==================== tconv_zero_upsampler_flat
tconv_zero_upsampler_flat/pdn.png
(6 px per um) Pins as bars on the die edge. Tap cells in grey.
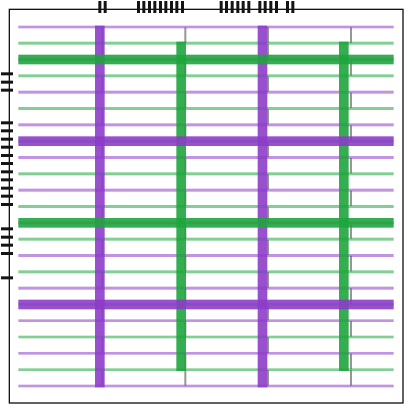
tconv_zero_upsampler_flat/final_clocks.png
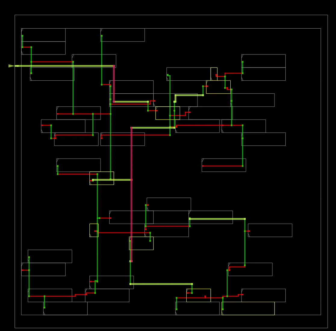
==> config.mk <==
export PLATFORM = sky130hd
export DESIGN_NAME = tconv_zero_upsampler_flat
export DESIGN_NICKNAME = d
export VERILOG_FILES = /design/src/rtl/figan_pkg.sv /design/src/rtl/tconv_zero_upsampler_if.sv /design/src/rtl/tconv_axis_phase_cnt.sv /design/src/rtl/tconv_zero_upsampler.sv /design/src/flat_wrapper.sv
export SDC_FILE = /design/constraint.sdc
export NUM_CORES = 1
export LEC_CHECK = 0
export CORE_MARGIN = 1
export CORE_UTILIZATION = 45
export CTS_CLUSTER_SIZE = 14
export DETAILED_ROUTE_END_ITERATION = 7
export PLACE_DENSITY = 0.76
export SLEW_MARGIN = 40
export SYNTH_ARGS = -nofsm -noshare
export SYNTH_HDL_FRONTEND = slang
export SYNTH_SLANG_ARGS = --single-unit
==> constraint.sdc <==
create_clock -name clk -period 1.67 [get_ports clk]
set_clock_uncertainty 0.2 [all_clocks]
set_input_delay 0.334 -clock clk [delete_from_list [all_inputs] [get_ports clk]]
set_output_delay 0.334 -clock clk [all_outputs]
set_load 0.005 [all_outputs]
==> src/rtl/figan_pkg.sv <==
// Shared definitions for the transposed-conv front end: default sample width,
// controller state encoding and the dilated/padded output dimension.
package figan_pkg;

  localparam int DATA_WIDTH_DEF = 16;

  typedef enum logic [1:0] {
    IDLE  = 2'd0,
    RUN   = 2'd1,
    DRAIN = 2'd2
  } state_e;

  // One output axis length: in_len samples spread by stride, plus pad on both sides.
  function automatic int out_dim(input int in_len, input int stride, input int pad);
    return (in_len - 1) * stride + 1 + 2 * pad;
  endfunction

endpackage

==> src/rtl/tconv_zero_upsampler_if.sv <==
// Stream bundle for the zero upsampler: input beat handshake plus output beat
// handshake with frame/line markers.
interface tconv_zero_upsampler_if #(
  parameter int W = 16
);
  logic         in_valid;
  logic         in_ready;
  logic [W-1:0] in_data;
  logic         out_valid;
  logic         out_ready;
  logic [W-1:0] out_data;
  logic         out_sof;
  logic         out_eol;
  logic         out_eof;

  modport master (
    output in_valid, in_data, out_ready,
    input  in_ready, out_valid, out_data, out_sof, out_eol, out_eof
  );

  modport slave (
    input  in_valid, in_data, out_ready,
    output in_ready, out_valid, out_data, out_sof, out_eol, out_eof
  );
endinterface

==> src/rtl/tconv_axis_phase_cnt.sv <==
// One axis of the output walk: position counter plus a stride phase that is only
// live inside the data region, so data positions are found without division.
module tconv_axis_phase_cnt
  import figan_pkg::*;
#(
  parameter int IN_LEN = 13,
  parameter int STRIDE = 2,
  parameter int PAD    = 2,
  parameter int POS_W  = (out_dim(IN_LEN, STRIDE, PAD) > 1) ? $clog2(out_dim(IN_LEN, STRIDE, PAD)) : 1
) (
  input  logic             clk,
  input  logic             rst,
  input  logic             adv,
  output logic [POS_W-1:0] pos,
  output logic             is_data,
  output logic             is_last,
  output logic             is_last_data
);
  localparam int LEN  = out_dim(IN_LEN, STRIDE, PAD);
  localparam int PH_W = (STRIDE > 1) ? $clog2(STRIDE) : 1;
  localparam logic [POS_W-1:0] LAST_POS      = POS_W'(LEN - 1);
  localparam logic [POS_W-1:0] PAD_POS       = POS_W'(PAD);
  localparam logic [POS_W-1:0] LAST_DATA_POS = POS_W'(PAD + (IN_LEN - 1) * STRIDE);
  localparam logic [PH_W-1:0]  PH_LAST       = PH_W'(STRIDE - 1);
  localparam logic             RGN_AT_ZERO   = (PAD == 0);

  logic [PH_W-1:0]  phase;
  logic             in_rgn;
  logic [POS_W-1:0] pos_nxt;

  assign pos_nxt      = pos + 1'b1;
  assign is_last      = (pos == LAST_POS);
  assign is_data      = in_rgn && (phase == '0);
  assign is_last_data = is_data && (pos == LAST_DATA_POS);

  // in_rgn covers [PAD, LAST_DATA_POS]; phase counts stride slots within it.
  always_ff @(posedge clk or posedge rst) begin
    if (rst) begin
      pos    <= '0;
      phase  <= '0;
      in_rgn <= RGN_AT_ZERO;
    end else if (adv) begin
      if (is_last) begin
        pos    <= '0;
        phase  <= '0;
        in_rgn <= RGN_AT_ZERO;
      end else begin
        pos    <= pos_nxt;
        phase  <= (in_rgn && phase != PH_LAST) ? phase + 1'b1 : '0;
        in_rgn <= in_rgn ? (pos != LAST_DATA_POS) : (pos_nxt == PAD_POS);
      end
    end
  end

endmodule

==> src/rtl/tconv_zero_upsampler.sv <==
// Streaming zero-insertion and border padding ahead of the transposed-conv core:
// walks the dilated, padded frame and emits input pixels or zero beats.
module tconv_zero_upsampler
  import figan_pkg::*;
#(
  parameter int DATA_WIDTH = DATA_WIDTH_DEF,
  parameter int CHANNELS   = 1,
  parameter int IN_WIDTH   = 13,
  parameter int IN_HEIGHT  = 13,
  parameter int STRIDE     = 2,
  parameter int PAD        = 2
) (
  input  logic                  clk,
  input  logic                  rst,
  tconv_zero_upsampler_if.slave io,
  output logic                  busy
);
  localparam int OW = out_dim(IN_WIDTH, STRIDE, PAD);
  localparam int OH = out_dim(IN_HEIGHT, STRIDE, PAD);
  localparam int XW = (OW > 1) ? $clog2(OW) : 1;
  localparam int YW = (OH > 1) ? $clog2(OH) : 1;
  localparam logic [DATA_WIDTH*CHANNELS-1:0] ZERO_BEAT = '0;

  state_e        state;
  logic [XW-1:0] x_pos;
  logic [YW-1:0] y_pos;
  logic          x_data, y_data, x_last, y_last;
  logic          x_last_data_unused, y_last_data_unused;
  logic          at_data, load_en, adv, frame_last;

  tconv_axis_phase_cnt #(.IN_LEN(IN_WIDTH), .STRIDE(STRIDE), .PAD(PAD), .POS_W(XW)) u_x (
    .clk          (clk),
    .rst          (rst),
    .adv          (adv),
    .pos          (x_pos),
    .is_data      (x_data),
    .is_last      (x_last),
    .is_last_data (x_last_data_unused)
  );

  tconv_axis_phase_cnt #(.IN_LEN(IN_HEIGHT), .STRIDE(STRIDE), .PAD(PAD), .POS_W(YW)) u_y (
    .clk          (clk),
    .rst          (rst),
    .adv          (adv && x_last),
    .pos          (y_pos),
    .is_data      (y_data),
    .is_last      (y_last),
    .is_last_data (y_last_data_unused)
  );

  // A zero position advances whenever the output register can load; a data
  // position additionally needs an input beat.
  assign at_data     = x_data && y_data;
  assign load_en     = !io.out_valid || io.out_ready;
  assign adv         = (state == RUN) && load_en && (!at_data || io.in_valid);
  assign frame_last  = x_last && y_last;
  assign io.in_ready = (state == RUN) && at_data && load_en;
  assign busy        = (state != IDLE) || io.out_valid;

  always_ff @(posedge clk or posedge rst) begin
    if (rst) begin
      state        <= IDLE;
      io.out_valid <= 1'b0;
      io.out_data  <= ZERO_BEAT;
      io.out_sof   <= 1'b0;
      io.out_eol   <= 1'b0;
      io.out_eof   <= 1'b0;
    end else begin
      unique case (state)
        IDLE:    if (io.in_valid) state <= RUN;
        RUN:     if (adv && frame_last) state <= DRAIN;
        DRAIN:   if (io.out_valid && io.out_ready) state <= IDLE;
        default: state <= IDLE;
      endcase

      // Output register stage: load a new beat, or retire the accepted one.
      if (adv) begin
        io.out_valid <= 1'b1;
        io.out_data  <= at_data ? io.in_data : ZERO_BEAT;
        io.out_sof   <= (x_pos == '0) && (y_pos == '0);
        io.out_eol   <= x_last;
        io.out_eof   <= frame_last;
      end else if (io.out_ready) begin
        io.out_valid <= 1'b0;
        io.out_sof   <= 1'b0;
        io.out_eol   <= 1'b0;
        io.out_eof   <= 1'b0;
      end
    end
  end

endmodule

==> src/flat_wrapper.sv <==
// flat-port wrapper written by rule: the top's interface ports become plain ports
module tconv_zero_upsampler_flat import figan_pkg::*;
#(
  parameter int DATA_WIDTH = DATA_WIDTH_DEF,
  parameter int CHANNELS   = 1,
  parameter int IN_WIDTH   = 13,
  parameter int IN_HEIGHT  = 13,
  parameter int STRIDE     = 2,
  parameter int PAD        = 2
)
  (clk, rst, busy, io_in_valid, io_in_data, io_out_ready, io_in_ready, io_out_valid, io_out_data, io_out_sof, io_out_eol, io_out_eof);
  tconv_zero_upsampler_if #(.W(16)) io_i ();
  input  logic clk;
  input  logic rst;
  output logic busy;
  input wire logic [$bits(io_i.in_valid)-1:0] io_in_valid;
  input wire logic [$bits(io_i.in_data)-1:0] io_in_data;
  input wire logic [$bits(io_i.out_ready)-1:0] io_out_ready;
  output wire logic [$bits(io_i.in_ready)-1:0] io_in_ready;
  output wire logic [$bits(io_i.out_valid)-1:0] io_out_valid;
  output wire logic [$bits(io_i.out_data)-1:0] io_out_data;
  output wire logic [$bits(io_i.out_sof)-1:0] io_out_sof;
  output wire logic [$bits(io_i.out_eol)-1:0] io_out_eol;
  output wire logic [$bits(io_i.out_eof)-1:0] io_out_eof;
  assign io_i.in_valid = io_in_valid;
  assign io_i.in_data = io_in_data;
  assign io_i.out_ready = io_out_ready;
  assign io_in_ready = io_i.in_ready;
  assign io_out_valid = io_i.out_valid;
  assign io_out_data = io_i.out_data;
  assign io_out_sof = io_i.out_sof;
  assign io_out_eol = io_i.out_eol;
  assign io_out_eof = io_i.out_eof;
  tconv_zero_upsampler #(.DATA_WIDTH(DATA_WIDTH), .CHANNELS(CHANNELS), .IN_WIDTH(IN_WIDTH), .IN_HEIGHT(IN_HEIGHT), .STRIDE(STRIDE), .PAD(PAD)) u_core (.clk(clk), .rst(rst), .io(io_i), .busy(busy));
endmodule
==> impl_metrics.ini <==
; generated from flow reports
[outcome]
status = finished with violations
violations = setup timing

[run]
warnings = 35

[clock_tree]
clockBufferDepth = 2
post-cts-setup-buffers = 13

[layout]
instances_no_fill = 300
nNonClkInverters = 8
largest_register_ffs = 16
final_util = 0.747
final_nets = 279
num-fill-cells = 253
buf_share = 0.266
syn_to_final_growth_pct = 54.7
comb_share = 0.341

[worst_setup_path]
worstReg2RegStart = u_core.io.out_valid
crit_path_start = u_core.io.out_valid
crit_family = flip-flops
path_cells = buf_6 -> or2b_4 -> nand3_2 -> nor2_1 -> buf_2
r2r_slack_ps = -150

[floorplanning]
die_area_um2 = 4280
fp.dieH_um = 65.4
num_io_pins = 42

[drt]
wl_met2_um = 2620
wl_met1_um = 2070

[sta]
worst-slew-pin-transition_ps = 368
setup_violations = 36
setup_ws_ps = -163

[placed_design]
place_congestion = 0.844

[grt]
grt_antenna_before_repair = 0
grt_pass1_vias = 1710
gr-total-overflow = 0

[logic_synthesis]
area_leaders = dfrtp_1 (50%), a22o_1 (8.2%), ha_1 (5.5%), o21ai_0 (4.7%), nand2_1 (3.1%)
syn_area_um2 = 1810
simple_gate_area_frac = 0.174
ys_sh_xor = 0
About tconv_zero_upsampler_flat/pdn.png:
legend:
  VDD:
    colour: green
  VSS:
    colour: purple
tap cells: 48
signal pins: 42
met4 straps: 4
rows: 22

About tconv_zero_upsampler_flat/final_clocks.png:
FFs & Latches: 36
CLK BUF: 6
Num Clock Sinks: 36


==================== y86_regfile_sb
y86_regfile_sb/met3.png
(1.5 px per um) Cells faint in the background.
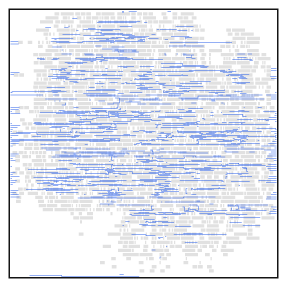
File: src/rtl/y86_regfile_sb.sv
// Y86 register file: two read ports, E/M write-back ports, per-register pending scoreboard, sticky err.
// Optional same-cycle write-to-read forwarding is enabled by defining REGFILE_BYPASS_EN.
module y86_regfile_sb #(
  parameter int              WIDTH   = 32,
  parameter int              NREGS   = 8,
  parameter int              IDW     = 4,
  parameter logic [IDW-1:0]  NOREG   = 4'hF,
  parameter int              PEND_W  = 2,
  parameter logic [WIDTH-1:0] SP_INIT = 32'h0
) (
  input  logic             clk,
  input  logic             rst,
  input  logic [IDW-1:0]   srcA,
  input  logic [IDW-1:0]   srcB,
  input  logic [IDW-1:0]   dstE,
  input  logic [IDW-1:0]   dstM,
  input  logic [WIDTH-1:0] valE,
  input  logic [WIDTH-1:0] valM,
  input  logic [IDW-1:0]   rsvE,
  input  logic [IDW-1:0]   rsvM,
  output logic [WIDTH-1:0] valA,
  output logic [WIDTH-1:0] valB,
  output logic             busyA,
  output logic             busyB,
  output logic             err
);
  localparam int                AW      = (NREGS > 1) ? $clog2(NREGS) : 1;
  localparam int                CW      = PEND_W + 2;
  localparam logic [IDW:0]      NREGS_W = (IDW+1)'(NREGS);
  localparam logic [PEND_W-1:0] PMAX    = '1;

  logic [WIDTH-1:0]  regs_q [NREGS];
  logic [WIDTH-1:0]  regs_d [NREGS];
  logic [PEND_W-1:0] pend_q [NREGS];
  logic [PEND_W-1:0] pend_d [NREGS];
  logic              err_q, err_d;

  function automatic logic id_ok(input logic [IDW-1:0] id);
    return (id != NOREG) && ({1'b0, id} < NREGS_W);
  endfunction

  function automatic logic id_bad(input logic [IDW-1:0] id);
    return (id != NOREG) && !({1'b0, id} < NREGS_W);
  endfunction

  logic dstE_v, dstM_v, rsvE_v, rsvM_v;
  assign dstE_v = id_ok(dstE);
  assign dstM_v = id_ok(dstM);
  assign rsvE_v = id_ok(rsvE);
  assign rsvM_v = id_ok(rsvM);

  // Write-back and scoreboard next state; the counter sum is widened so both limits are detectable.
  always_comb begin
    logic [1:0]    inc, dec;
    logic [CW-1:0] sum;
    err_d = err_q | id_bad(dstE) | id_bad(dstM) | id_bad(rsvE) | id_bad(rsvM)
                  | id_bad(srcA) | id_bad(srcB);
    for (int i = 0; i < NREGS; i++) begin
      regs_d[i] = regs_q[i];
      if (dstE_v && dstE == IDW'(i)) regs_d[i] = valE;
      if (dstM_v && dstM == IDW'(i)) regs_d[i] = valM;

      inc = {1'b0, rsvE_v && rsvE == IDW'(i)} + {1'b0, rsvM_v && rsvM == IDW'(i)};
      dec = {1'b0, dstE_v && dstE == IDW'(i)} + {1'b0, dstM_v && dstM == IDW'(i)};
      sum = {2'b00, pend_q[i]} + CW'(inc);
      if (sum < CW'(dec)) begin
        pend_d[i] = '0;
        err_d     = 1'b1;
      end else begin
        sum = sum - CW'(dec);
        if (sum > CW'(PMAX)) begin
          pend_d[i] = PMAX;
          err_d     = 1'b1;
        end else begin
          pend_d[i] = sum[PEND_W-1:0];
        end
      end
    end
  end

  always_ff @(posedge clk or posedge rst) begin
    if (rst) begin
      for (int i = 0; i < NREGS; i++) begin
        regs_q[i] <= (i == 4) ? SP_INIT : '0;
        pend_q[i] <= '0;
      end
      err_q <= 1'b0;
    end else begin
      regs_q <= regs_d;
      pend_q <= pend_d;
      err_q  <= err_d;
    end
  end

  logic [IDW-1:0]   src     [2];
  logic [WIDTH-1:0] rd_val  [2];
  logic             rd_busy [2];
  assign src[0] = srcA;
  assign src[1] = srcB;

  always_comb begin
    for (int p = 0; p < 2; p++) begin
      rd_val[p]  = '0;
      rd_busy[p] = 1'b0;
      if (id_ok(src[p])) begin
        rd_val[p]  = regs_q[src[p][AW-1:0]];
        rd_busy[p] = (pend_q[src[p][AW-1:0]] != '0);
`ifdef REGFILE_BYPASS_EN
        // The last outstanding write landing this cycle clears busy along with forwarding its data.
        if (dstM_v && dstM == src[p]) begin
          rd_val[p] = valM;
        end else if (dstE_v && dstE == src[p]) begin
          rd_val[p] = valE;
        end
        if (((dstM_v && dstM == src[p]) || (dstE_v && dstE == src[p])) &&
            pend_q[src[p][AW-1:0]] == PEND_W'(1)) begin
          rd_busy[p] = 1'b0;
        end
`endif
      end
    end
  end

  assign valA  = rd_val[0];
  assign valB  = rd_val[1];
  assign busyA = rd_busy[0];
  assign busyB = rd_busy[1];
  assign err   = err_q;

endmodule
File: config.mk
export PLATFORM = sky130hd
export DESIGN_NAME = y86_regfile_sb
export DESIGN_NICKNAME = d
export VERILOG_FILES = /design/src/rtl/y86_regfile_sb.sv
export SDC_FILE = /design/constraint.sdc
export NUM_CORES = 1
export LEC_CHECK = 0
export ABC_CLOCK_PERIOD_IN_PS = 11900
export CAP_MARGIN = 30
export CORE_UTILIZATION = 59
export DETAILED_ROUTE_END_ITERATION = 8
export HOLD_SLACK_MARGIN = 0.02
export MAX_ROUTING_LAYER = met4
export PLACE_DENSITY = 0.91
export SLEW_MARGIN = 40
export SYNTH_ARGS = -nofsm -noshare
export SYNTH_HDL_FRONTEND = slang
export SYNTH_SLANG_ARGS = --single-unit
File: constraint.sdc
create_clock -name clk -period 11.9 [get_ports clk]
set_input_delay 2.38 -clock clk [delete_from_list [all_inputs] [get_ports clk]]
set_output_delay 2.38 -clock clk [all_outputs]
set_load 0.03 [all_outputs]
==> impl_metrics.ini <==
; generated from flow reports
[layout]
largest_class = combinational gates
comb_share = 0.500
final_util = 0.675
final_nets = 1904

[grt]
grt_use_met1 = 0.443
grt.total_usage = 0.367
gr-total-overflow = 0

[logic_synthesis]
ys_sh_xor = 0
syn_area_um2 = 18300
ys_async_sr_fraction = 1.00
synth_cells = 1735
avgSynthCellArea_um2 = 10.5

[drt]
wl_met3_um = 6320
via_per_inst = 6.98
drc = 0

[run]
cap_viol_max_count = 0
warnings = 37

[floorplanning]
die_x_um = 178
fp.dieH_um = 178

[outcome]
status = completed

[sta]
worst-slew-pin-transition_ps = 858

[clock_tree]
cts.sinks = 273
htree_levels = 1

[placed_design]
port-buffer-count = 156
About y86_regfile_sb/met3.png:
wire length on this layer: 6,320 um
nets with wire on the layer: 347
longest straight run: 72.0 um
share of all routed wire: 11%


==================== frame_sender
frame_sender/pdn.png
(6 px per um) Pins as bars on the die edge. Tap cells in grey.
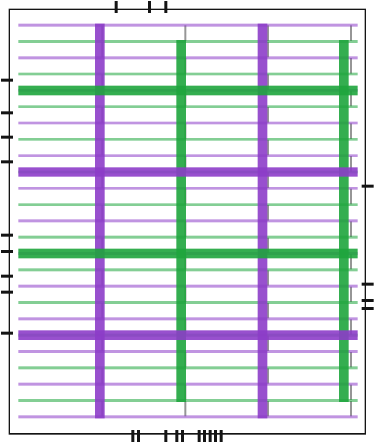
==> src/rtl/frame_sender_pkg.sv <==
// frame_sender_pkg: types and constants shared by the host-link transmit
// side (frame_sender) and the receive side.
//   SYNC_BYTE : frame header byte; the receive side matches the same value.
//   state_t   : frame_sender FSM states.
//   phase_t   : which kind of byte the FSM is currently sending.
package frame_sender_pkg;

  localparam logic [7:0] SYNC_BYTE = 8'hAB;

  typedef enum logic [2:0] {
    IDLE,
    TX,
    GAP,
    WAITB,
    FETCH,
    LOAD,
    DONE
  } state_t;

  typedef enum logic [1:0] {
    HDR,
    DATA,
    CSUM
  } phase_t;

endpackage

==> src/rtl/frame_sender.sv <==
// frame_sender: answers the host with framed capture data.
// A frame is SYNC_BYTE, FRAME_LEN sample bytes popped from the capture FIFO,
// then the 8-bit wrap-around sum of the sample bytes. Frames repeat while
// arm is high; a frame that has started always runs to completion.
//
// Ports (all in the rdclk domain):
//   rdclk      in   clock
//   nreset     in   synchronous active-low reset (priority over en)
//   en         in   clock enable; 0 holds all state and masks all strobes
//   arm        in   level, 1 = keep sending frames
//   rdempty    in   capture FIFO empty flag
//   rdreq      out  FIFO read strobe, one cycle per byte
//   q          in   FIFO read data, valid the cycle after rdreq
//   tx_busy    in   UART transmitter busy
//   tx_start   out  one-cycle start pulse to the UART
//   tx_byte    out  byte to the UART, held until the UART drops busy
//   active     out  1 while a frame is in progress
//   frame_done out  one-cycle pulse after the checksum byte is accepted
module frame_sender #(
  parameter logic [7:0] SYNC_BYTE = frame_sender_pkg::SYNC_BYTE,
  parameter int         FRAME_LEN = 16,
  parameter int         CNT_W     = 8
) (
  input  logic       rdclk,
  input  logic       nreset,
  input  logic       en,
  input  logic       arm,
  input  logic       rdempty,
  output logic       rdreq,
  input  logic [7:0] q,
  input  logic       tx_busy,
  output logic       tx_start,
  output logic [7:0] tx_byte,
  output logic       active,
  output logic       frame_done
);

  import frame_sender_pkg::*;

  localparam logic [CNT_W-1:0] LAST_CNT = CNT_W'(FRAME_LEN);

  state_t           state_q, state_d;
  phase_t           phase_q, phase_d;
  logic [7:0]       tx_byte_q, tx_byte_d;
  logic [7:0]       csum_q, csum_d;
  logic [CNT_W-1:0] cnt_q, cnt_d;
  logic             frame_done_q, frame_done_d;

  // Strobes are gated by en so a stalled clock enable can never create or
  // stretch a pulse; each one coincides with the edge that acts on it.
  assign rdreq      = en & (state_q == FETCH) & ~rdempty;
  assign tx_start   = en & (state_q == TX) & ~tx_busy;
  assign active     = (state_q != IDLE);
  assign tx_byte    = tx_byte_q;
  assign frame_done = frame_done_q;

  always_comb begin
    // NOTE: every signal gets a hold default before the case, so no path
    // leaves one unassigned and no latch is inferred.
    state_d   = state_q;
    phase_d   = phase_q;
    tx_byte_d = tx_byte_q;
    csum_d    = csum_q;
    cnt_d     = cnt_q;

    unique case (state_q)
      IDLE: begin
        if (arm) begin
          tx_byte_d = SYNC_BYTE;
          csum_d    = 8'h00;
          cnt_d     = '0;
          phase_d   = HDR;
          state_d   = TX;
        end
      end
      TX: begin
        if (!tx_busy) state_d = GAP;
      end
      // One dead cycle lets the UART raise busy before WAITB looks at it.
      GAP: state_d = WAITB;
      WAITB: begin
        if (!tx_busy) begin
          if (phase_q == CSUM) begin
            state_d = DONE;
          end else if (phase_q == DATA && cnt_q == LAST_CNT) begin
            tx_byte_d = csum_q;
            phase_d   = CSUM;
            state_d   = TX;
          end else begin
            state_d = FETCH;
          end
        end
      end
      FETCH: begin
        if (!rdempty) state_d = LOAD;
      end
      // FIFO is not show-ahead: q carries the byte popped in FETCH.
      LOAD: begin
        tx_byte_d = q;
        csum_d    = csum_q + q;
        cnt_d     = cnt_q + CNT_W'(1);
        phase_d   = DATA;
        state_d   = TX;
      end
      DONE:    state_d = IDLE;
      default: state_d = IDLE;
    endcase

    frame_done_d = (state_d == DONE);
  end

  // NOTE: state updates use non-blocking assignments so every register
  // samples the pre-edge values; reset is synchronous and checked before en.
  always_ff @(posedge rdclk) begin
    if (!nreset) begin
      state_q      <= IDLE;
      phase_q      <= HDR;
      tx_byte_q    <= 8'h00;
      csum_q       <= 8'h00;
      cnt_q        <= '0;
      frame_done_q <= 1'b0;
    end else if (en) begin
      state_q      <= state_d;
      phase_q      <= phase_d;
      tx_byte_q    <= tx_byte_d;
      csum_q       <= csum_d;
      cnt_q        <= cnt_d;
      frame_done_q <= frame_done_d;
    end
  end

endmodule

==> config.mk <==
export PLATFORM = sky130hd
export DESIGN_NAME = frame_sender
export DESIGN_NICKNAME = d
export VERILOG_FILES = /design/src/rtl/frame_sender_pkg.sv /design/src/rtl/frame_sender.sv
export SDC_FILE = /design/constraint.sdc
export NUM_CORES = 1
export LEC_CHECK = 0
export CAP_MARGIN = 10
export CORE_ASPECT_RATIO = 1.2
export CORE_MARGIN = 1
export CORE_UTILIZATION = 45
export CTS_BUF_LIST = sky130_fd_sc_hd__clkbuf_8
export DETAILED_ROUTE_END_ITERATION = 12
export GPL_TIMING_DRIVEN = 0
export PLACE_DENSITY = 0.78
export SETUP_SLACK_MARGIN = 0.15
export SLEW_MARGIN = 20
export SYNTH_ARGS = -nofsm -noshare
export SYNTH_HDL_FRONTEND = slang
export SYNTH_SLANG_ARGS = --single-unit
==> constraint.sdc <==
create_clock -name rdclk -period 4.65 [get_ports rdclk]
set_input_delay 0.6975 -clock rdclk [delete_from_list [all_inputs] [get_ports rdclk]]
set_output_delay 0.6975 -clock rdclk [all_outputs]
set_load 0.01 [all_outputs]
==> impl_metrics.ini <==
; generated from flow reports
[outcome]
status = completed

[logic_synthesis]
yosysTopAreaCellShare = 0.341
ys_warn_count = 0
yosys_most_used_dff = dfxtp_1
compound_area_frac = 0.218

[drt]
wl_per_cell_um = 13.8
ant_nets = 0
drc = 0

[power]
clock_power_share = 0.430
p_seq_uw = 264

[grt]
grt_max_degree = 11
grt.total_usage = 0.222
grt_use_met1 = 0.261

[sta]
rsz0062_at_grt = no
fmax_ghz = 0.319
finalClockPeriodUsage = 0.673

[floorplanning]
fp.dieH_um = 70.5
num_rows = 24

[clock_tree]
clock_latency_ps = 280

[min_path]
holdCritPathClass = reg2reg
## Picture notes: frame_sender/pdn.png
legend:
  VDD:
    colour: green
  VSS:
    colour: purple
tap cells: 52
met4 straps: 4
met5 straps: 4
signal pins: 26


==================== rr_mux_arb
[src/rtl/rr_mux_arb.sv]
// N-channel registered multiplexer with valid/ready handshakes. A round-robin
// (or fixed-priority) arbiter selects one requester per cycle into one output register.
module rr_mux_arb #(
  parameter int NUM_CH     = 4,
  parameter int WIDTH      = 8,
  parameter int FIXED_PRIO = 0,
  parameter int SELW       = $clog2(NUM_CH)
) (
  input  logic                      clk,
  input  logic                      reset,
  input  logic [NUM_CH-1:0]         in_valid,
  input  logic [NUM_CH*WIDTH-1:0]   in_data,
  output logic [NUM_CH-1:0]         in_ready,
  output logic                      out_valid,
  output logic [WIDTH-1:0]          out_data,
  output logic [SELW-1:0]           out_sel,
  input  logic                      out_ready
);

  localparam logic [SELW-1:0]   LAST_CH = SELW'(NUM_CH - 1);
  localparam logic [NUM_CH-1:0] ONE_HOT = NUM_CH'(1);

  logic [SELW-1:0]  last;
  logic [SELW-1:0]  grant;
  logic             found;
  int               idx;
  logic             any_req;
  logic             load;
  logic [WIDTH-1:0] sel_data;

  assign any_req = |in_valid;
  assign load    = !out_valid || out_ready;

  // Scan starts one past the previous winner, so the last winner has lowest priority.
  // NOTE: every variable gets a default before the branches, otherwise the
  // paths that leave it unassigned infer a latch.
  always_comb begin
    grant = '0;
    found = 1'b0;
    idx   = 0;
    if (FIXED_PRIO != 0) begin
      for (int i = NUM_CH - 1; i >= 0; i--) begin
        if (in_valid[i]) begin
          grant = SELW'(i);
          found = 1'b1;
        end
      end
    end else begin
      for (int k = 1; k <= NUM_CH; k++) begin
        idx = int'(last) + k;
        if (idx >= NUM_CH) idx = idx - NUM_CH;
        if (!found && in_valid[idx]) begin
          found = 1'b1;
          grant = SELW'(idx);
        end
      end
    end
  end

  // Held low during reset so no producer believes a word was taken.
  assign in_ready = (!reset && load && found) ? (ONE_HOT << grant) : '0;
  assign sel_data = in_data[grant*WIDTH +: WIDTH];

  // NOTE: state is updated with non-blocking assignments so every register
  // samples pre-edge values regardless of statement order.
  always_ff @(posedge clk or posedge reset) begin
    if (reset) begin
      out_valid <= 1'b0;
      out_data  <= '0;
      out_sel   <= '0;
      last      <= LAST_CH;
    end else if (load) begin
      if (any_req) begin
        out_valid <= 1'b1;
        out_data  <= sel_data;
        out_sel   <= grant;
        last      <= grant;
      end else begin
        out_valid <= 1'b0;
      end
    end
  end

endmodule

[config.mk]
export PLATFORM = sky130hd
export DESIGN_NAME = rr_mux_arb
export DESIGN_NICKNAME = d
export VERILOG_FILES = /design/src/rtl/rr_mux_arb.sv
export SDC_FILE = /design/constraint.sdc
export NUM_CORES = 1
export LEC_CHECK = 0
export ABC_AREA = 0
export CORE_ASPECT_RATIO = 1.5
export CORE_UTILIZATION = 36
export DETAILED_ROUTE_END_ITERATION = 7
export PLACE_DENSITY = 0.89
export SLEW_MARGIN = 25
export SYNTH_ARGS = -nofsm -noshare
export SYNTH_HDL_FRONTEND = slang
export SYNTH_SLANG_ARGS = --single-unit
export TNS_END_PERCENT = 30
[constraint.sdc]
create_clock -name clk -period 2.09 [get_ports clk]
set_input_delay 0.209 -clock clk [delete_from_list [all_inputs] [get_ports clk]]
set_output_delay 0.209 -clock clk [all_outputs]
set_load 0.02 [all_outputs]
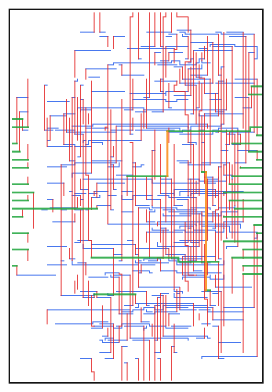
rr_mux_arb/metal_stack.png
(6 px per um)
legend:
  met2:
    colour: red
    wire_length: 1,490 um
  met4:
    colour: orange
    wire_length: 27.2 um
  met3:
    colour: green
    wire_length: 164 um
  met1:
    colour: blue
    wire_length: 1,070 um

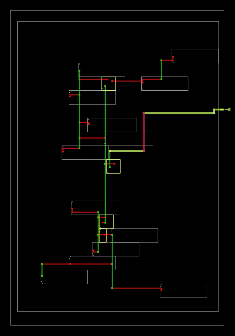
rr_mux_arb/final_clocks.png
CLK BUF: 4
TritonCTS Buffers: 3
FFs & Latches: 13

==> impl_metrics.ini <==
; generated from flow reports
[outcome]
status = completed

[min_path]
holdCritPathClass = in2async

[placed_design]
dp_hpwl_um = 2120

[drt]
wl_per_cell_um = 15.1
vias = 979
drt-initial-drc-count = 8

[layout]
signal_buffers = 69
final_layout_top_logic_cell = clkdlybuf4s50_1
nNonClkInverters = 2

[worst_setup_path]
cp_max_fo = 5

[sta]
setup_violations = 0
whs_ps = 281
worst-slew-pin-transition_ps = 322

[clock_tree]
clock_latency_ps = 270

[grt]
grt_pass1_vias = 981

==================== delay_int16_credit_fifo
delay_int16_credit_fifo/metal_stack.png
(3 px per um)
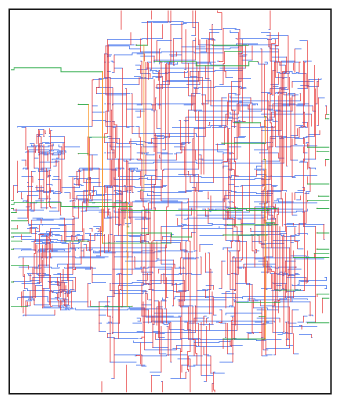
delay_int16_credit_fifo/met3.png
(2 px per um) Cells faint in the background.
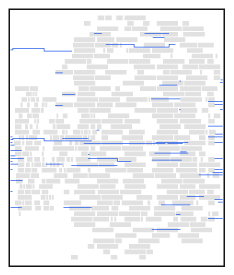
### src/rtl/delay_int16_credit_fifo.sv
// Credit-managed fall-through FIFO behind a non-stalling INT16 delay line.
// Optional high-water-mark output enabled by DELAY_INT16_CREDIT_FIFO_HWM_EN.
module delay_int16_credit_fifo #(
  parameter int WIDTH = 16,
  parameter int DEPTH = 8
) (
  input  logic                       clock,
  input  logic                       reset,
  input  logic                       issue,
  output logic                       credit_ok,
  input  logic                       in_valid,
  input  logic [WIDTH-1:0]           in_data,
  output logic                       out_valid,
  output logic [WIDTH-1:0]           out_data,
  input  logic                       out_ready,
  output logic [$clog2(DEPTH+1)-1:0] count,
  output logic                       overflow,
`ifdef DELAY_INT16_CREDIT_FIFO_HWM_EN
  output logic [$clog2(DEPTH+1)-1:0] hwm,
`endif
  output logic                       credit_err
);

  localparam int CW = $clog2(DEPTH+1);
  localparam int PW = $clog2(DEPTH);
  localparam logic [CW-1:0] FULL = CW'(DEPTH);
  localparam logic [PW-1:0] LAST = PW'(DEPTH-1);

  logic [WIDTH-1:0] mem_q [DEPTH];

  logic [PW-1:0] wr_ptr_q, wr_ptr_d;
  logic [PW-1:0] rd_ptr_q, rd_ptr_d;
  logic [CW-1:0] count_q, count_d;
  logic [CW-1:0] credits_q, credits_d;
  logic          overflow_q, overflow_d;
  logic          credit_err_q, credit_err_d;

  logic pop;
  logic push;
  logic full;
  logic take;
  logic starve;

  always_comb begin
    pop    = (count_q != '0) && out_ready;
    full   = (count_q == FULL);
    push   = in_valid && (!full || pop);
    take   = issue && (credits_q != '0);
    starve = issue && (credits_q == '0);
  end

  always_comb begin
    wr_ptr_d = wr_ptr_q;
    if (push) begin
      if (wr_ptr_q == LAST) wr_ptr_d = '0;
      else                  wr_ptr_d = wr_ptr_q + PW'(1);
    end
  end

  always_comb begin
    rd_ptr_d = rd_ptr_q;
    if (pop) begin
      if (rd_ptr_q == LAST) rd_ptr_d = '0;
      else                  rd_ptr_d = rd_ptr_q + PW'(1);
    end
  end

  always_comb begin
    count_d = count_q;
    unique case ({push, pop})
      2'b10:   count_d = count_q + CW'(1);
      2'b01:   count_d = count_q - CW'(1);
      default: count_d = count_q;
    endcase
  end

  // Pops can exceed issues only under illegal forced traffic; hold at DEPTH.
  always_comb begin
    credits_d = credits_q;
    unique case ({take, pop})
      2'b10:   credits_d = credits_q - CW'(1);
      2'b01:   credits_d = (credits_q == FULL) ? FULL
                                               : credits_q + CW'(1);
      default: credits_d = credits_q;
    endcase
  end

  always_comb begin
    overflow_d   = overflow_q | (in_valid && full && !pop);
    credit_err_d = credit_err_q | starve;
  end

  always_ff @(posedge clock) begin
    if (reset) begin
      wr_ptr_q     <= '0;
      rd_ptr_q     <= '0;
      count_q      <= '0;
      credits_q    <= FULL;
      overflow_q   <= 1'b0;
      credit_err_q <= 1'b0;
    end else begin
      wr_ptr_q     <= wr_ptr_d;
      rd_ptr_q     <= rd_ptr_d;
      count_q      <= count_d;
      credits_q    <= credits_d;
      overflow_q   <= overflow_d;
      credit_err_q <= credit_err_d;
    end
  end

  always_ff @(posedge clock) begin
    if (push) mem_q[wr_ptr_q] <= in_data;
  end

`ifdef DELAY_INT16_CREDIT_FIFO_HWM_EN
  logic [CW-1:0] hwm_q, hwm_d;

  always_comb begin
    hwm_d = (count_d > hwm_q) ? count_d : hwm_q;
  end

  always_ff @(posedge clock) begin
    if (reset) hwm_q <= '0;
    else       hwm_q <= hwm_d;
  end

  assign hwm = hwm_q;
`endif

  // Head word is masked when empty so out_data reads 0 out of reset.
  assign out_valid  = (count_q != '0);
  assign out_data   = out_valid ? mem_q[rd_ptr_q] : '0;
  assign credit_ok  = (credits_q != '0);
  assign count      = count_q;
  assign overflow   = overflow_q;
  assign credit_err = credit_err_q;

endmodule

### config.mk
export PLATFORM = sky130hd
export DESIGN_NAME = delay_int16_credit_fifo
export DESIGN_NICKNAME = d
export VERILOG_FILES = /design/src/rtl/delay_int16_credit_fifo.sv
export SDC_FILE = /design/constraint.sdc
export NUM_CORES = 1
export LEC_CHECK = 0
export CAP_MARGIN = 20
export CORE_ASPECT_RATIO = 1.2
export CORE_UTILIZATION = 45
export DETAILED_ROUTE_END_ITERATION = 10
export PLACE_DENSITY = 0.72
export SLEW_MARGIN = 30
export SYNTH_ARGS = -nofsm -noshare
export SYNTH_HDL_FRONTEND = slang
export SYNTH_SLANG_ARGS = --single-unit
### constraint.sdc
create_clock -name clock -period 5.9 [get_ports clock]
set_clock_uncertainty 0.1 [all_clocks]
set_input_delay 1.475 -clock clock [delete_from_list [all_inputs] [get_ports clock]]
set_output_delay 1.475 -clock clock [all_outputs]
set_load 0.005 [all_outputs]
==> impl_metrics.ini <==
; generated from flow reports
[layout]
buf_share = 0.0718
design_area_um2 = 7230
logic_gates = 156
signal_buffers = 53
syn_to_final_growth_pct = 22.0
final_layout_top_logic_cell = edfxtp_1
n_antenna_cell = 0
logic_area_um2 = 1610
clock_buffers = 17
instances_no_fill = 561

[sta]
finalClockPeriodUsage = 0.746
whs_ps = 375

[drt]
highest_layer = met4
ant_nets = 0
wl_met3_um = 493

[grt]
grt_max_degree = 33
busiest_layer = met2

[outcome]
status = completed

[power]
internal_power_mw = 2.31
p_switching_uw = 782
seq_power_share = 0.412

[logic_synthesis]
ys_warn_count = 0
avgSynthCellArea_um2 = 17.8
ys_sh_xor = 0.00887
ys_seq_share = 0.713
yosysTopAreaCellShare = 0.649
area_leaders = edfxtp_1 (65%), mux4_2 (12%), dfxtp_1 (6.4%), mux2i_1 (3.2%), nor2_1 (2.0%)
synth_cells = 332
yosysCellCount = 332
synth_top_cell_by_count = edfxtp_1

[floorplanning]
num_rows = 45
die_area_um2 = 13600

[clock_tree]
clock_latency_ps = 420
htree_levels = 4

[worst_setup_path]
path_cells = buf_4 -> mux4_2 -> mux2i_1 -> nor2_1 -> clkdlybuf4s50_1
cp-end-kind = primary output
r2r-end = credits_q[3]
rr_worst_depth = 9
crit_family = flip-flops
crit_end = out_data[9]

[min_path]
holdPathStages = 2

[placed_design]
pre_cts_ws_ps = 1850
placed_cells = 527
## Picture notes: delay_int16_credit_fifo/metal_stack.png
legend:
  met4:
    colour: orange
    wire_length: 241 um
  met2:
    colour: red
    wire_length: 5,640 um
  met1:
    colour: blue
    wire_length: 4,450 um
  met3:
    colour: green
    wire_length: 494 um

## Picture notes: delay_int16_credit_fifo/met3.png
share of all routed wire: 4.6%
nets with wire on the layer: 41


==================== stream_downsize
## config.mk

```make
export PLATFORM = sky130hd
export DESIGN_NAME = stream_downsize
export DESIGN_NICKNAME = d
export VERILOG_FILES = /design/src/rtl/stream_downsize.sv
export SDC_FILE = /design/constraint.sdc
export NUM_CORES = 1
export LEC_CHECK = 0
export ABC_CLOCK_PERIOD_IN_PS = 2260
export CORE_MARGIN = 2
export CORE_UTILIZATION = 45
export DETAILED_ROUTE_END_ITERATION = 10
export GPL_ROUTABILITY_DRIVEN = 0
export PLACE_DENSITY = 0.81
export SETUP_SLACK_MARGIN = 0.2
export SKIP_CTS_REPAIR_TIMING = 1
export SKIP_LAST_GASP = 1
export SYNTH_ARGS = -nofsm -noshare
export SYNTH_HDL_FRONTEND = slang
export SYNTH_SLANG_ARGS = --single-unit
```

## constraint.sdc

```tcl
create_clock -name clk -period 2.26 [get_ports clk]
set_clock_uncertainty 0.2 [all_clocks]
set_input_delay 0.339 -clock clk [delete_from_list [all_inputs] [get_ports clk]]
set_output_delay 0.339 -clock clk [all_outputs]
set_load 0.05 [all_outputs]
```

## src/rtl/stream_downsize.sv

```systemverilog
// Wide-to-narrow stream serialiser: one buffered wide beat is emitted one kept lane per transfer.
// Optional macro STREAM_DOWNSIZE_BACK2BACK_EN lets the buffer reload while its final lane is sent.
module stream_downsize #(
    parameter int T_DATA_WIDTH = 4,
    parameter int T_DATA_RATIO = 2
) (
    input  logic                    clk,
    input  logic                    rst_n,
    input  logic [T_DATA_WIDTH-1:0] s_data_i [T_DATA_RATIO],
    input  logic [T_DATA_RATIO-1:0] s_keep_i,
    input  logic                    s_last_i,
    input  logic                    s_valid_i,
    output logic                    s_ready_o,
    output logic [T_DATA_WIDTH-1:0] m_data_o,
    output logic                    m_last_o,
    output logic                    m_valid_o,
    input  logic                    m_ready_i
);

    localparam int LW = $clog2(T_DATA_RATIO);
    localparam logic [T_DATA_RATIO-1:0] LANE0 = {{(T_DATA_RATIO-1){1'b0}}, 1'b1};

    // Implicit state, exposed as a named signal so checkers can bind to it.
    localparam logic [0:0] ST_EMPTY = 1'b0;
    localparam logic [0:0] ST_DRAIN = 1'b1;

    logic [T_DATA_WIDTH-1:0] data_q [T_DATA_RATIO];
    logic [T_DATA_RATIO-1:0] rem_q;
    logic                    last_q;
    logic                    full_q;
    logic [0:0]              state;

    logic [LW-1:0]           lane;
    logic [T_DATA_RATIO-1:0] lane_mask;
    logic                    one_left;
    logic                    accept;
    logic                    send;

    assign state = full_q ? ST_DRAIN : ST_EMPTY;

    // Scan downward so the lowest set bit wins.
    always_comb begin
        lane = '0;
        for (int i = T_DATA_RATIO - 1; i >= 0; i--) begin
            if (rem_q[i]) lane = i[LW-1:0];
        end
    end

    assign lane_mask = LANE0 << lane;
    assign one_left  = (rem_q != '0) && ((rem_q & (rem_q - LANE0)) == '0);

    assign m_valid_o = full_q;
    assign m_data_o  = data_q[lane];
    assign m_last_o  = full_q && last_q && one_left;

`ifdef STREAM_DOWNSIZE_BACK2BACK_EN
    assign s_ready_o = !rst_n && ((state == ST_EMPTY) || (m_ready_i && one_left));
`else
    assign s_ready_o = !rst_n && (state == ST_EMPTY);
`endif

    assign accept = s_valid_i && s_ready_o;
    assign send   = full_q && m_ready_i;

    always_ff @(posedge clk or posedge rst_n) begin
        if (rst_n) begin
            for (int i = 0; i < T_DATA_RATIO; i++) data_q[i] <= '0;
            rem_q  <= '0;
            last_q <= 1'b0;
            full_q <= 1'b0;
        end else if (accept) begin
            for (int i = 0; i < T_DATA_RATIO; i++) data_q[i] <= s_data_i[i];
            // An all-zero keep still carries lane 0 so the last flag is never dropped.
            rem_q  <= (s_keep_i == '0) ? LANE0 : s_keep_i;
            last_q <= s_last_i;
            full_q <= 1'b1;
        end else if (send) begin
            rem_q <= rem_q & ~lane_mask;
            if (one_left) full_q <= 1'b0;
        end
    end

endmodule

```

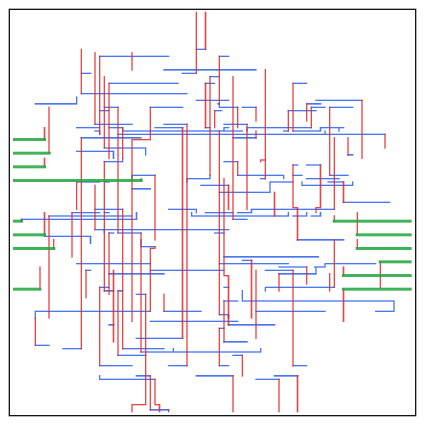
stream_downsize/metal_stack.png
(10 px per um)
legend:
  met1:
    colour: blue
    wire_length: 474 um
  met3:
    colour: green
    wire_length: 66.7 um
  met2:
    colour: red
    wire_length: 501 um

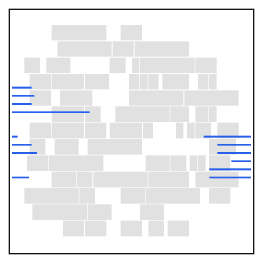
stream_downsize/met3.png
(6 px per um) Cells faint in the background.
share of all routed wire: 6.4%
wire length on this layer: 66.7 um
main direction: horizontal
nets with wire on the layer: 14
longest straight run: 12.6 um

==> impl_metrics.ini <==
; generated from flow reports
[outcome]
status = completed

[grt]
busiest_layer = met2
grt_use_met1 = 0.208
grt_use_met2 = 0.278
gr-total-overflow = 0
grt_pass1_wl_um = 1730
global_route.usage.met3 = 0.0333
grt.total_usage = 0.168

[power]
power_density_nw_per_um2 = 1480
internal_power_uw = 723

[placed_design]
port-buffer-count = 21

[logic_synthesis]
area_leaders = dfrtp_1 (50%), mux2_2 (15%), mux2_4 (13%), ha_1 (4.2%), o21ai_0 (3.3%)
compound_area_frac = 0.0480
simple_gate_area_frac = 0.0731
yosys_most_used_dff = dfrtp_1

[drt]
firstDrtPassIters = 2
ant_nets = 0

[layout]
n_antenna_cell = 0
num-fill-cells = 92
final_util = 0.675
buf_share = 0.254
largest_class = flip-flops and latches

[run]
warnings = 27
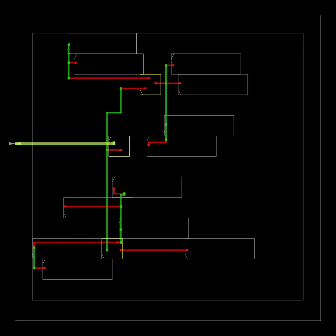
stream_downsize/final_clocks.png
TritonCTS Buffers: 3
Num Clock Sinks: 12
worst skew pair latency: 260 ps
Clock net power: 121 uW
FFs & Latches: 12


==================== line_frame_ctrl
line_frame_ctrl/met2.png
(4 px per um)
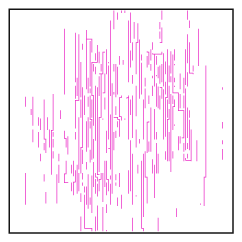
line_frame_ctrl/pdn.png
(6 px per um) Pins as bars on the die edge. Tap cells in grey.
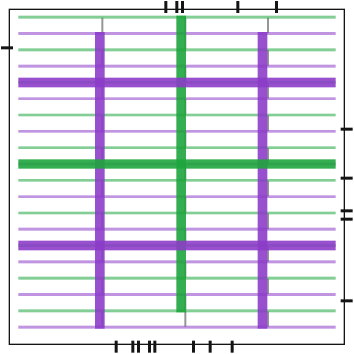
line_frame_ctrl/final_clocks.png
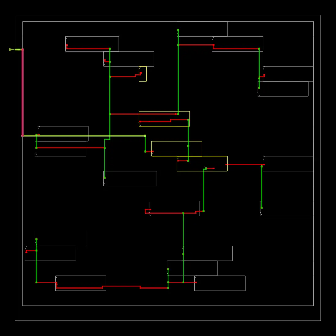
`src/rtl/line_frame_ctrl.sv`:
```
// Frame sequencer for the pixel-counter line interface: gates the line enable,
// counts completed lines, inserts a blanking gap and flags end of frame.
module line_frame_ctrl #(
  parameter int LINE_W       = 10,
  parameter int NORMAL_LINES = 960,
  parameter int TEST_LINES   = 16,
  parameter int BLANK_CYC    = 4
) (
  input  logic              clk,
  input  logic              rst_n,
  input  logic              start,
  input  logic              abort,
  input  logic              test,
  input  logic              endLine,
  output logic              line_enb,
  output logic [LINE_W-1:0] line_cnt,
  output logic              end_frame,
  output logic              busy
);

  localparam int BLK_W = (BLANK_CYC > 1) ? $clog2(BLANK_CYC) : 1;
  localparam logic [BLK_W-1:0]  BLK_LOAD    = BLK_W'(BLANK_CYC - 1);
  localparam logic [LINE_W-1:0] LAST_NORMAL = LINE_W'(NORMAL_LINES - 1);
  localparam logic [LINE_W-1:0] LAST_TEST   = LINE_W'(TEST_LINES - 1);

  typedef enum logic [1:0] {IDLE, ACTIVE, BLANK, DONE} state_t;

  state_t             state_q, state_d;
  logic               test_q, test_d;
  logic [BLK_W-1:0]   blank_q, blank_d;
  logic               enb_d, ef_d, busy_d;
  logic [LINE_W-1:0]  cnt_d;
  logic [LINE_W-1:0]  last_line;

  assign last_line = test_q ? LAST_TEST : LAST_NORMAL;

  always_ff @(posedge clk or negedge rst_n) begin
    if (!rst_n) begin
      state_q   <= IDLE;
      line_enb  <= 1'b0;
      line_cnt  <= '0;
      end_frame <= 1'b0;
      busy      <= 1'b0;
      test_q    <= 1'b0;
      blank_q   <= '0;
    end else begin
      state_q   <= state_d;
      line_enb  <= enb_d;
      line_cnt  <= cnt_d;
      end_frame <= ef_d;
      busy      <= busy_d;
      test_q    <= test_d;
      blank_q   <= blank_d;
    end
  end

  always_comb begin
    state_d = state_q;
    enb_d   = line_enb;
    cnt_d   = line_cnt;
    ef_d    = 1'b0;
    busy_d  = busy;
    test_d  = test_q;
    blank_d = blank_q;
    // abort outranks every other event once a frame is running
    if (state_q != IDLE && abort) begin
      state_d = IDLE;
      enb_d   = 1'b0;
      busy_d  = 1'b0;
    end else begin
      case (state_q)
        IDLE: begin
          if (start && !abort) begin
            state_d = ACTIVE;
            cnt_d   = '0;
            test_d  = test;
            busy_d  = 1'b1;
            enb_d   = 1'b1;
          end
        end
        ACTIVE: begin
          if (endLine) begin
            enb_d = 1'b0;
            if (line_cnt == last_line) begin
              state_d = DONE;
              ef_d    = 1'b1;
            end else begin
              state_d = BLANK;
              cnt_d   = line_cnt + LINE_W'(1);
              blank_d = BLK_LOAD;
            end
          end
        end
        BLANK: begin
          if (blank_q == '0) begin
            state_d = ACTIVE;
            enb_d   = 1'b1;
          end else begin
            blank_d = blank_q - BLK_W'(1);
          end
        end
        DONE: begin
          state_d = IDLE;
          busy_d  = 1'b0;
        end
        default: state_d = IDLE;
      endcase
    end
  end

endmodule

```
`config.mk`:
```
export PLATFORM = sky130hd
export DESIGN_NAME = line_frame_ctrl
export DESIGN_NICKNAME = d
export VERILOG_FILES = /design/src/rtl/line_frame_ctrl.sv
export SDC_FILE = /design/constraint.sdc
export NUM_CORES = 1
export LEC_CHECK = 0
export ABC_AREA = 1
export CAP_MARGIN = 20
export CORE_UTILIZATION = 40
export CTS_BUF_LIST = sky130_fd_sc_hd__clkbuf_16
export DETAILED_ROUTE_END_ITERATION = 8
export PLACE_DENSITY = 0.67
export SYNTH_ARGS = -nofsm -noshare
export SYNTH_HDL_FRONTEND = slang
export SYNTH_SLANG_ARGS = --single-unit
```
`constraint.sdc`:
```
create_clock -name clk -period 2.03 [get_ports clk]
set_input_delay 0.406 -clock clk [delete_from_list [all_inputs] [get_ports clk]]
set_output_delay 0.406 -clock clk [all_outputs]
set_load 0.1 [all_outputs]
```
==> impl_metrics.ini <==
; generated from flow reports
[floorplanning]
die_x_um = 55.6
fp-utilization = 0.420

[power]
internal_power_uw = 942
p_switching_uw = 850
power_density_nw_per_um2 = 1200

[logic_synthesis]
ys_chip_area_um2 = 1150
yosys_most_used_dff = dfrtp_1
compound_area_frac = 0.0893

[layout]
nNonClkInverters = 18
most-common-layout-cells = nand2_1 (50), nor2_1 (20), dfrtp_1 (16)

[worst_setup_path]
cp_slowest_cell = dfrtp_2
crit_path_start = line_cnt[0]

[sta]
setup_violations = 0

[outcome]
status = completed

[min_path]
hold_end = blank_q[1]

[drt]
routed_wl_um = 2730

[placed_design]
dp_hpwl_um = 1900
About line_frame_ctrl/met2.png:
longest straight run: 27.8 um
wire length on this layer: 1,370 um
nets with wire on the layer: 152
main direction: vertical
share of all routed wire: 50%

About line_frame_ctrl/pdn.png:
legend:
  VSS:
    colour: purple
  VDD:
    colour: green
tap cells: 31
met4 straps: 3
rows: 19
met5 straps: 3
met1 rails: 20

About line_frame_ctrl/final_clocks.png:
Worst Skew: 4.28 ps
Clock net power: 397 uW
Num Clock Sinks: 18
FFs & Latches: 18



==> layout pictures side by side <==
Clock nets.
shot_01.png
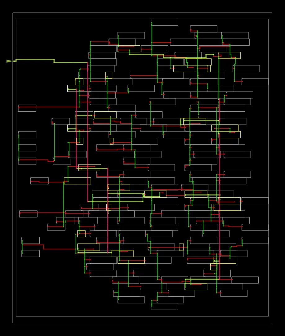
shot_02.png
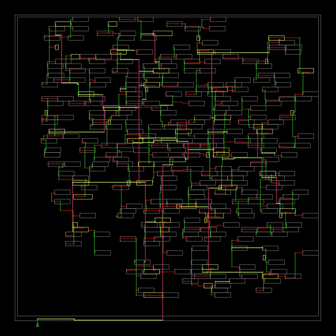
shot_03.png
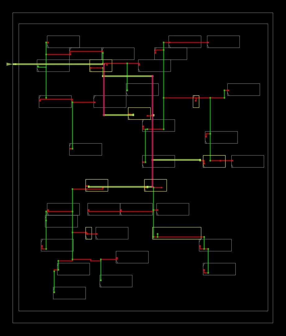
shot_01.png is delay_int16_credit_fifo.
shot_02.png is y86_regfile_sb.
shot_03.png is frame_sender.
The one with the most sequential cells is shot_02.png.
The one with the fewest sequential cells is shot_03.png.

Power and IR drop assume default switching activity.
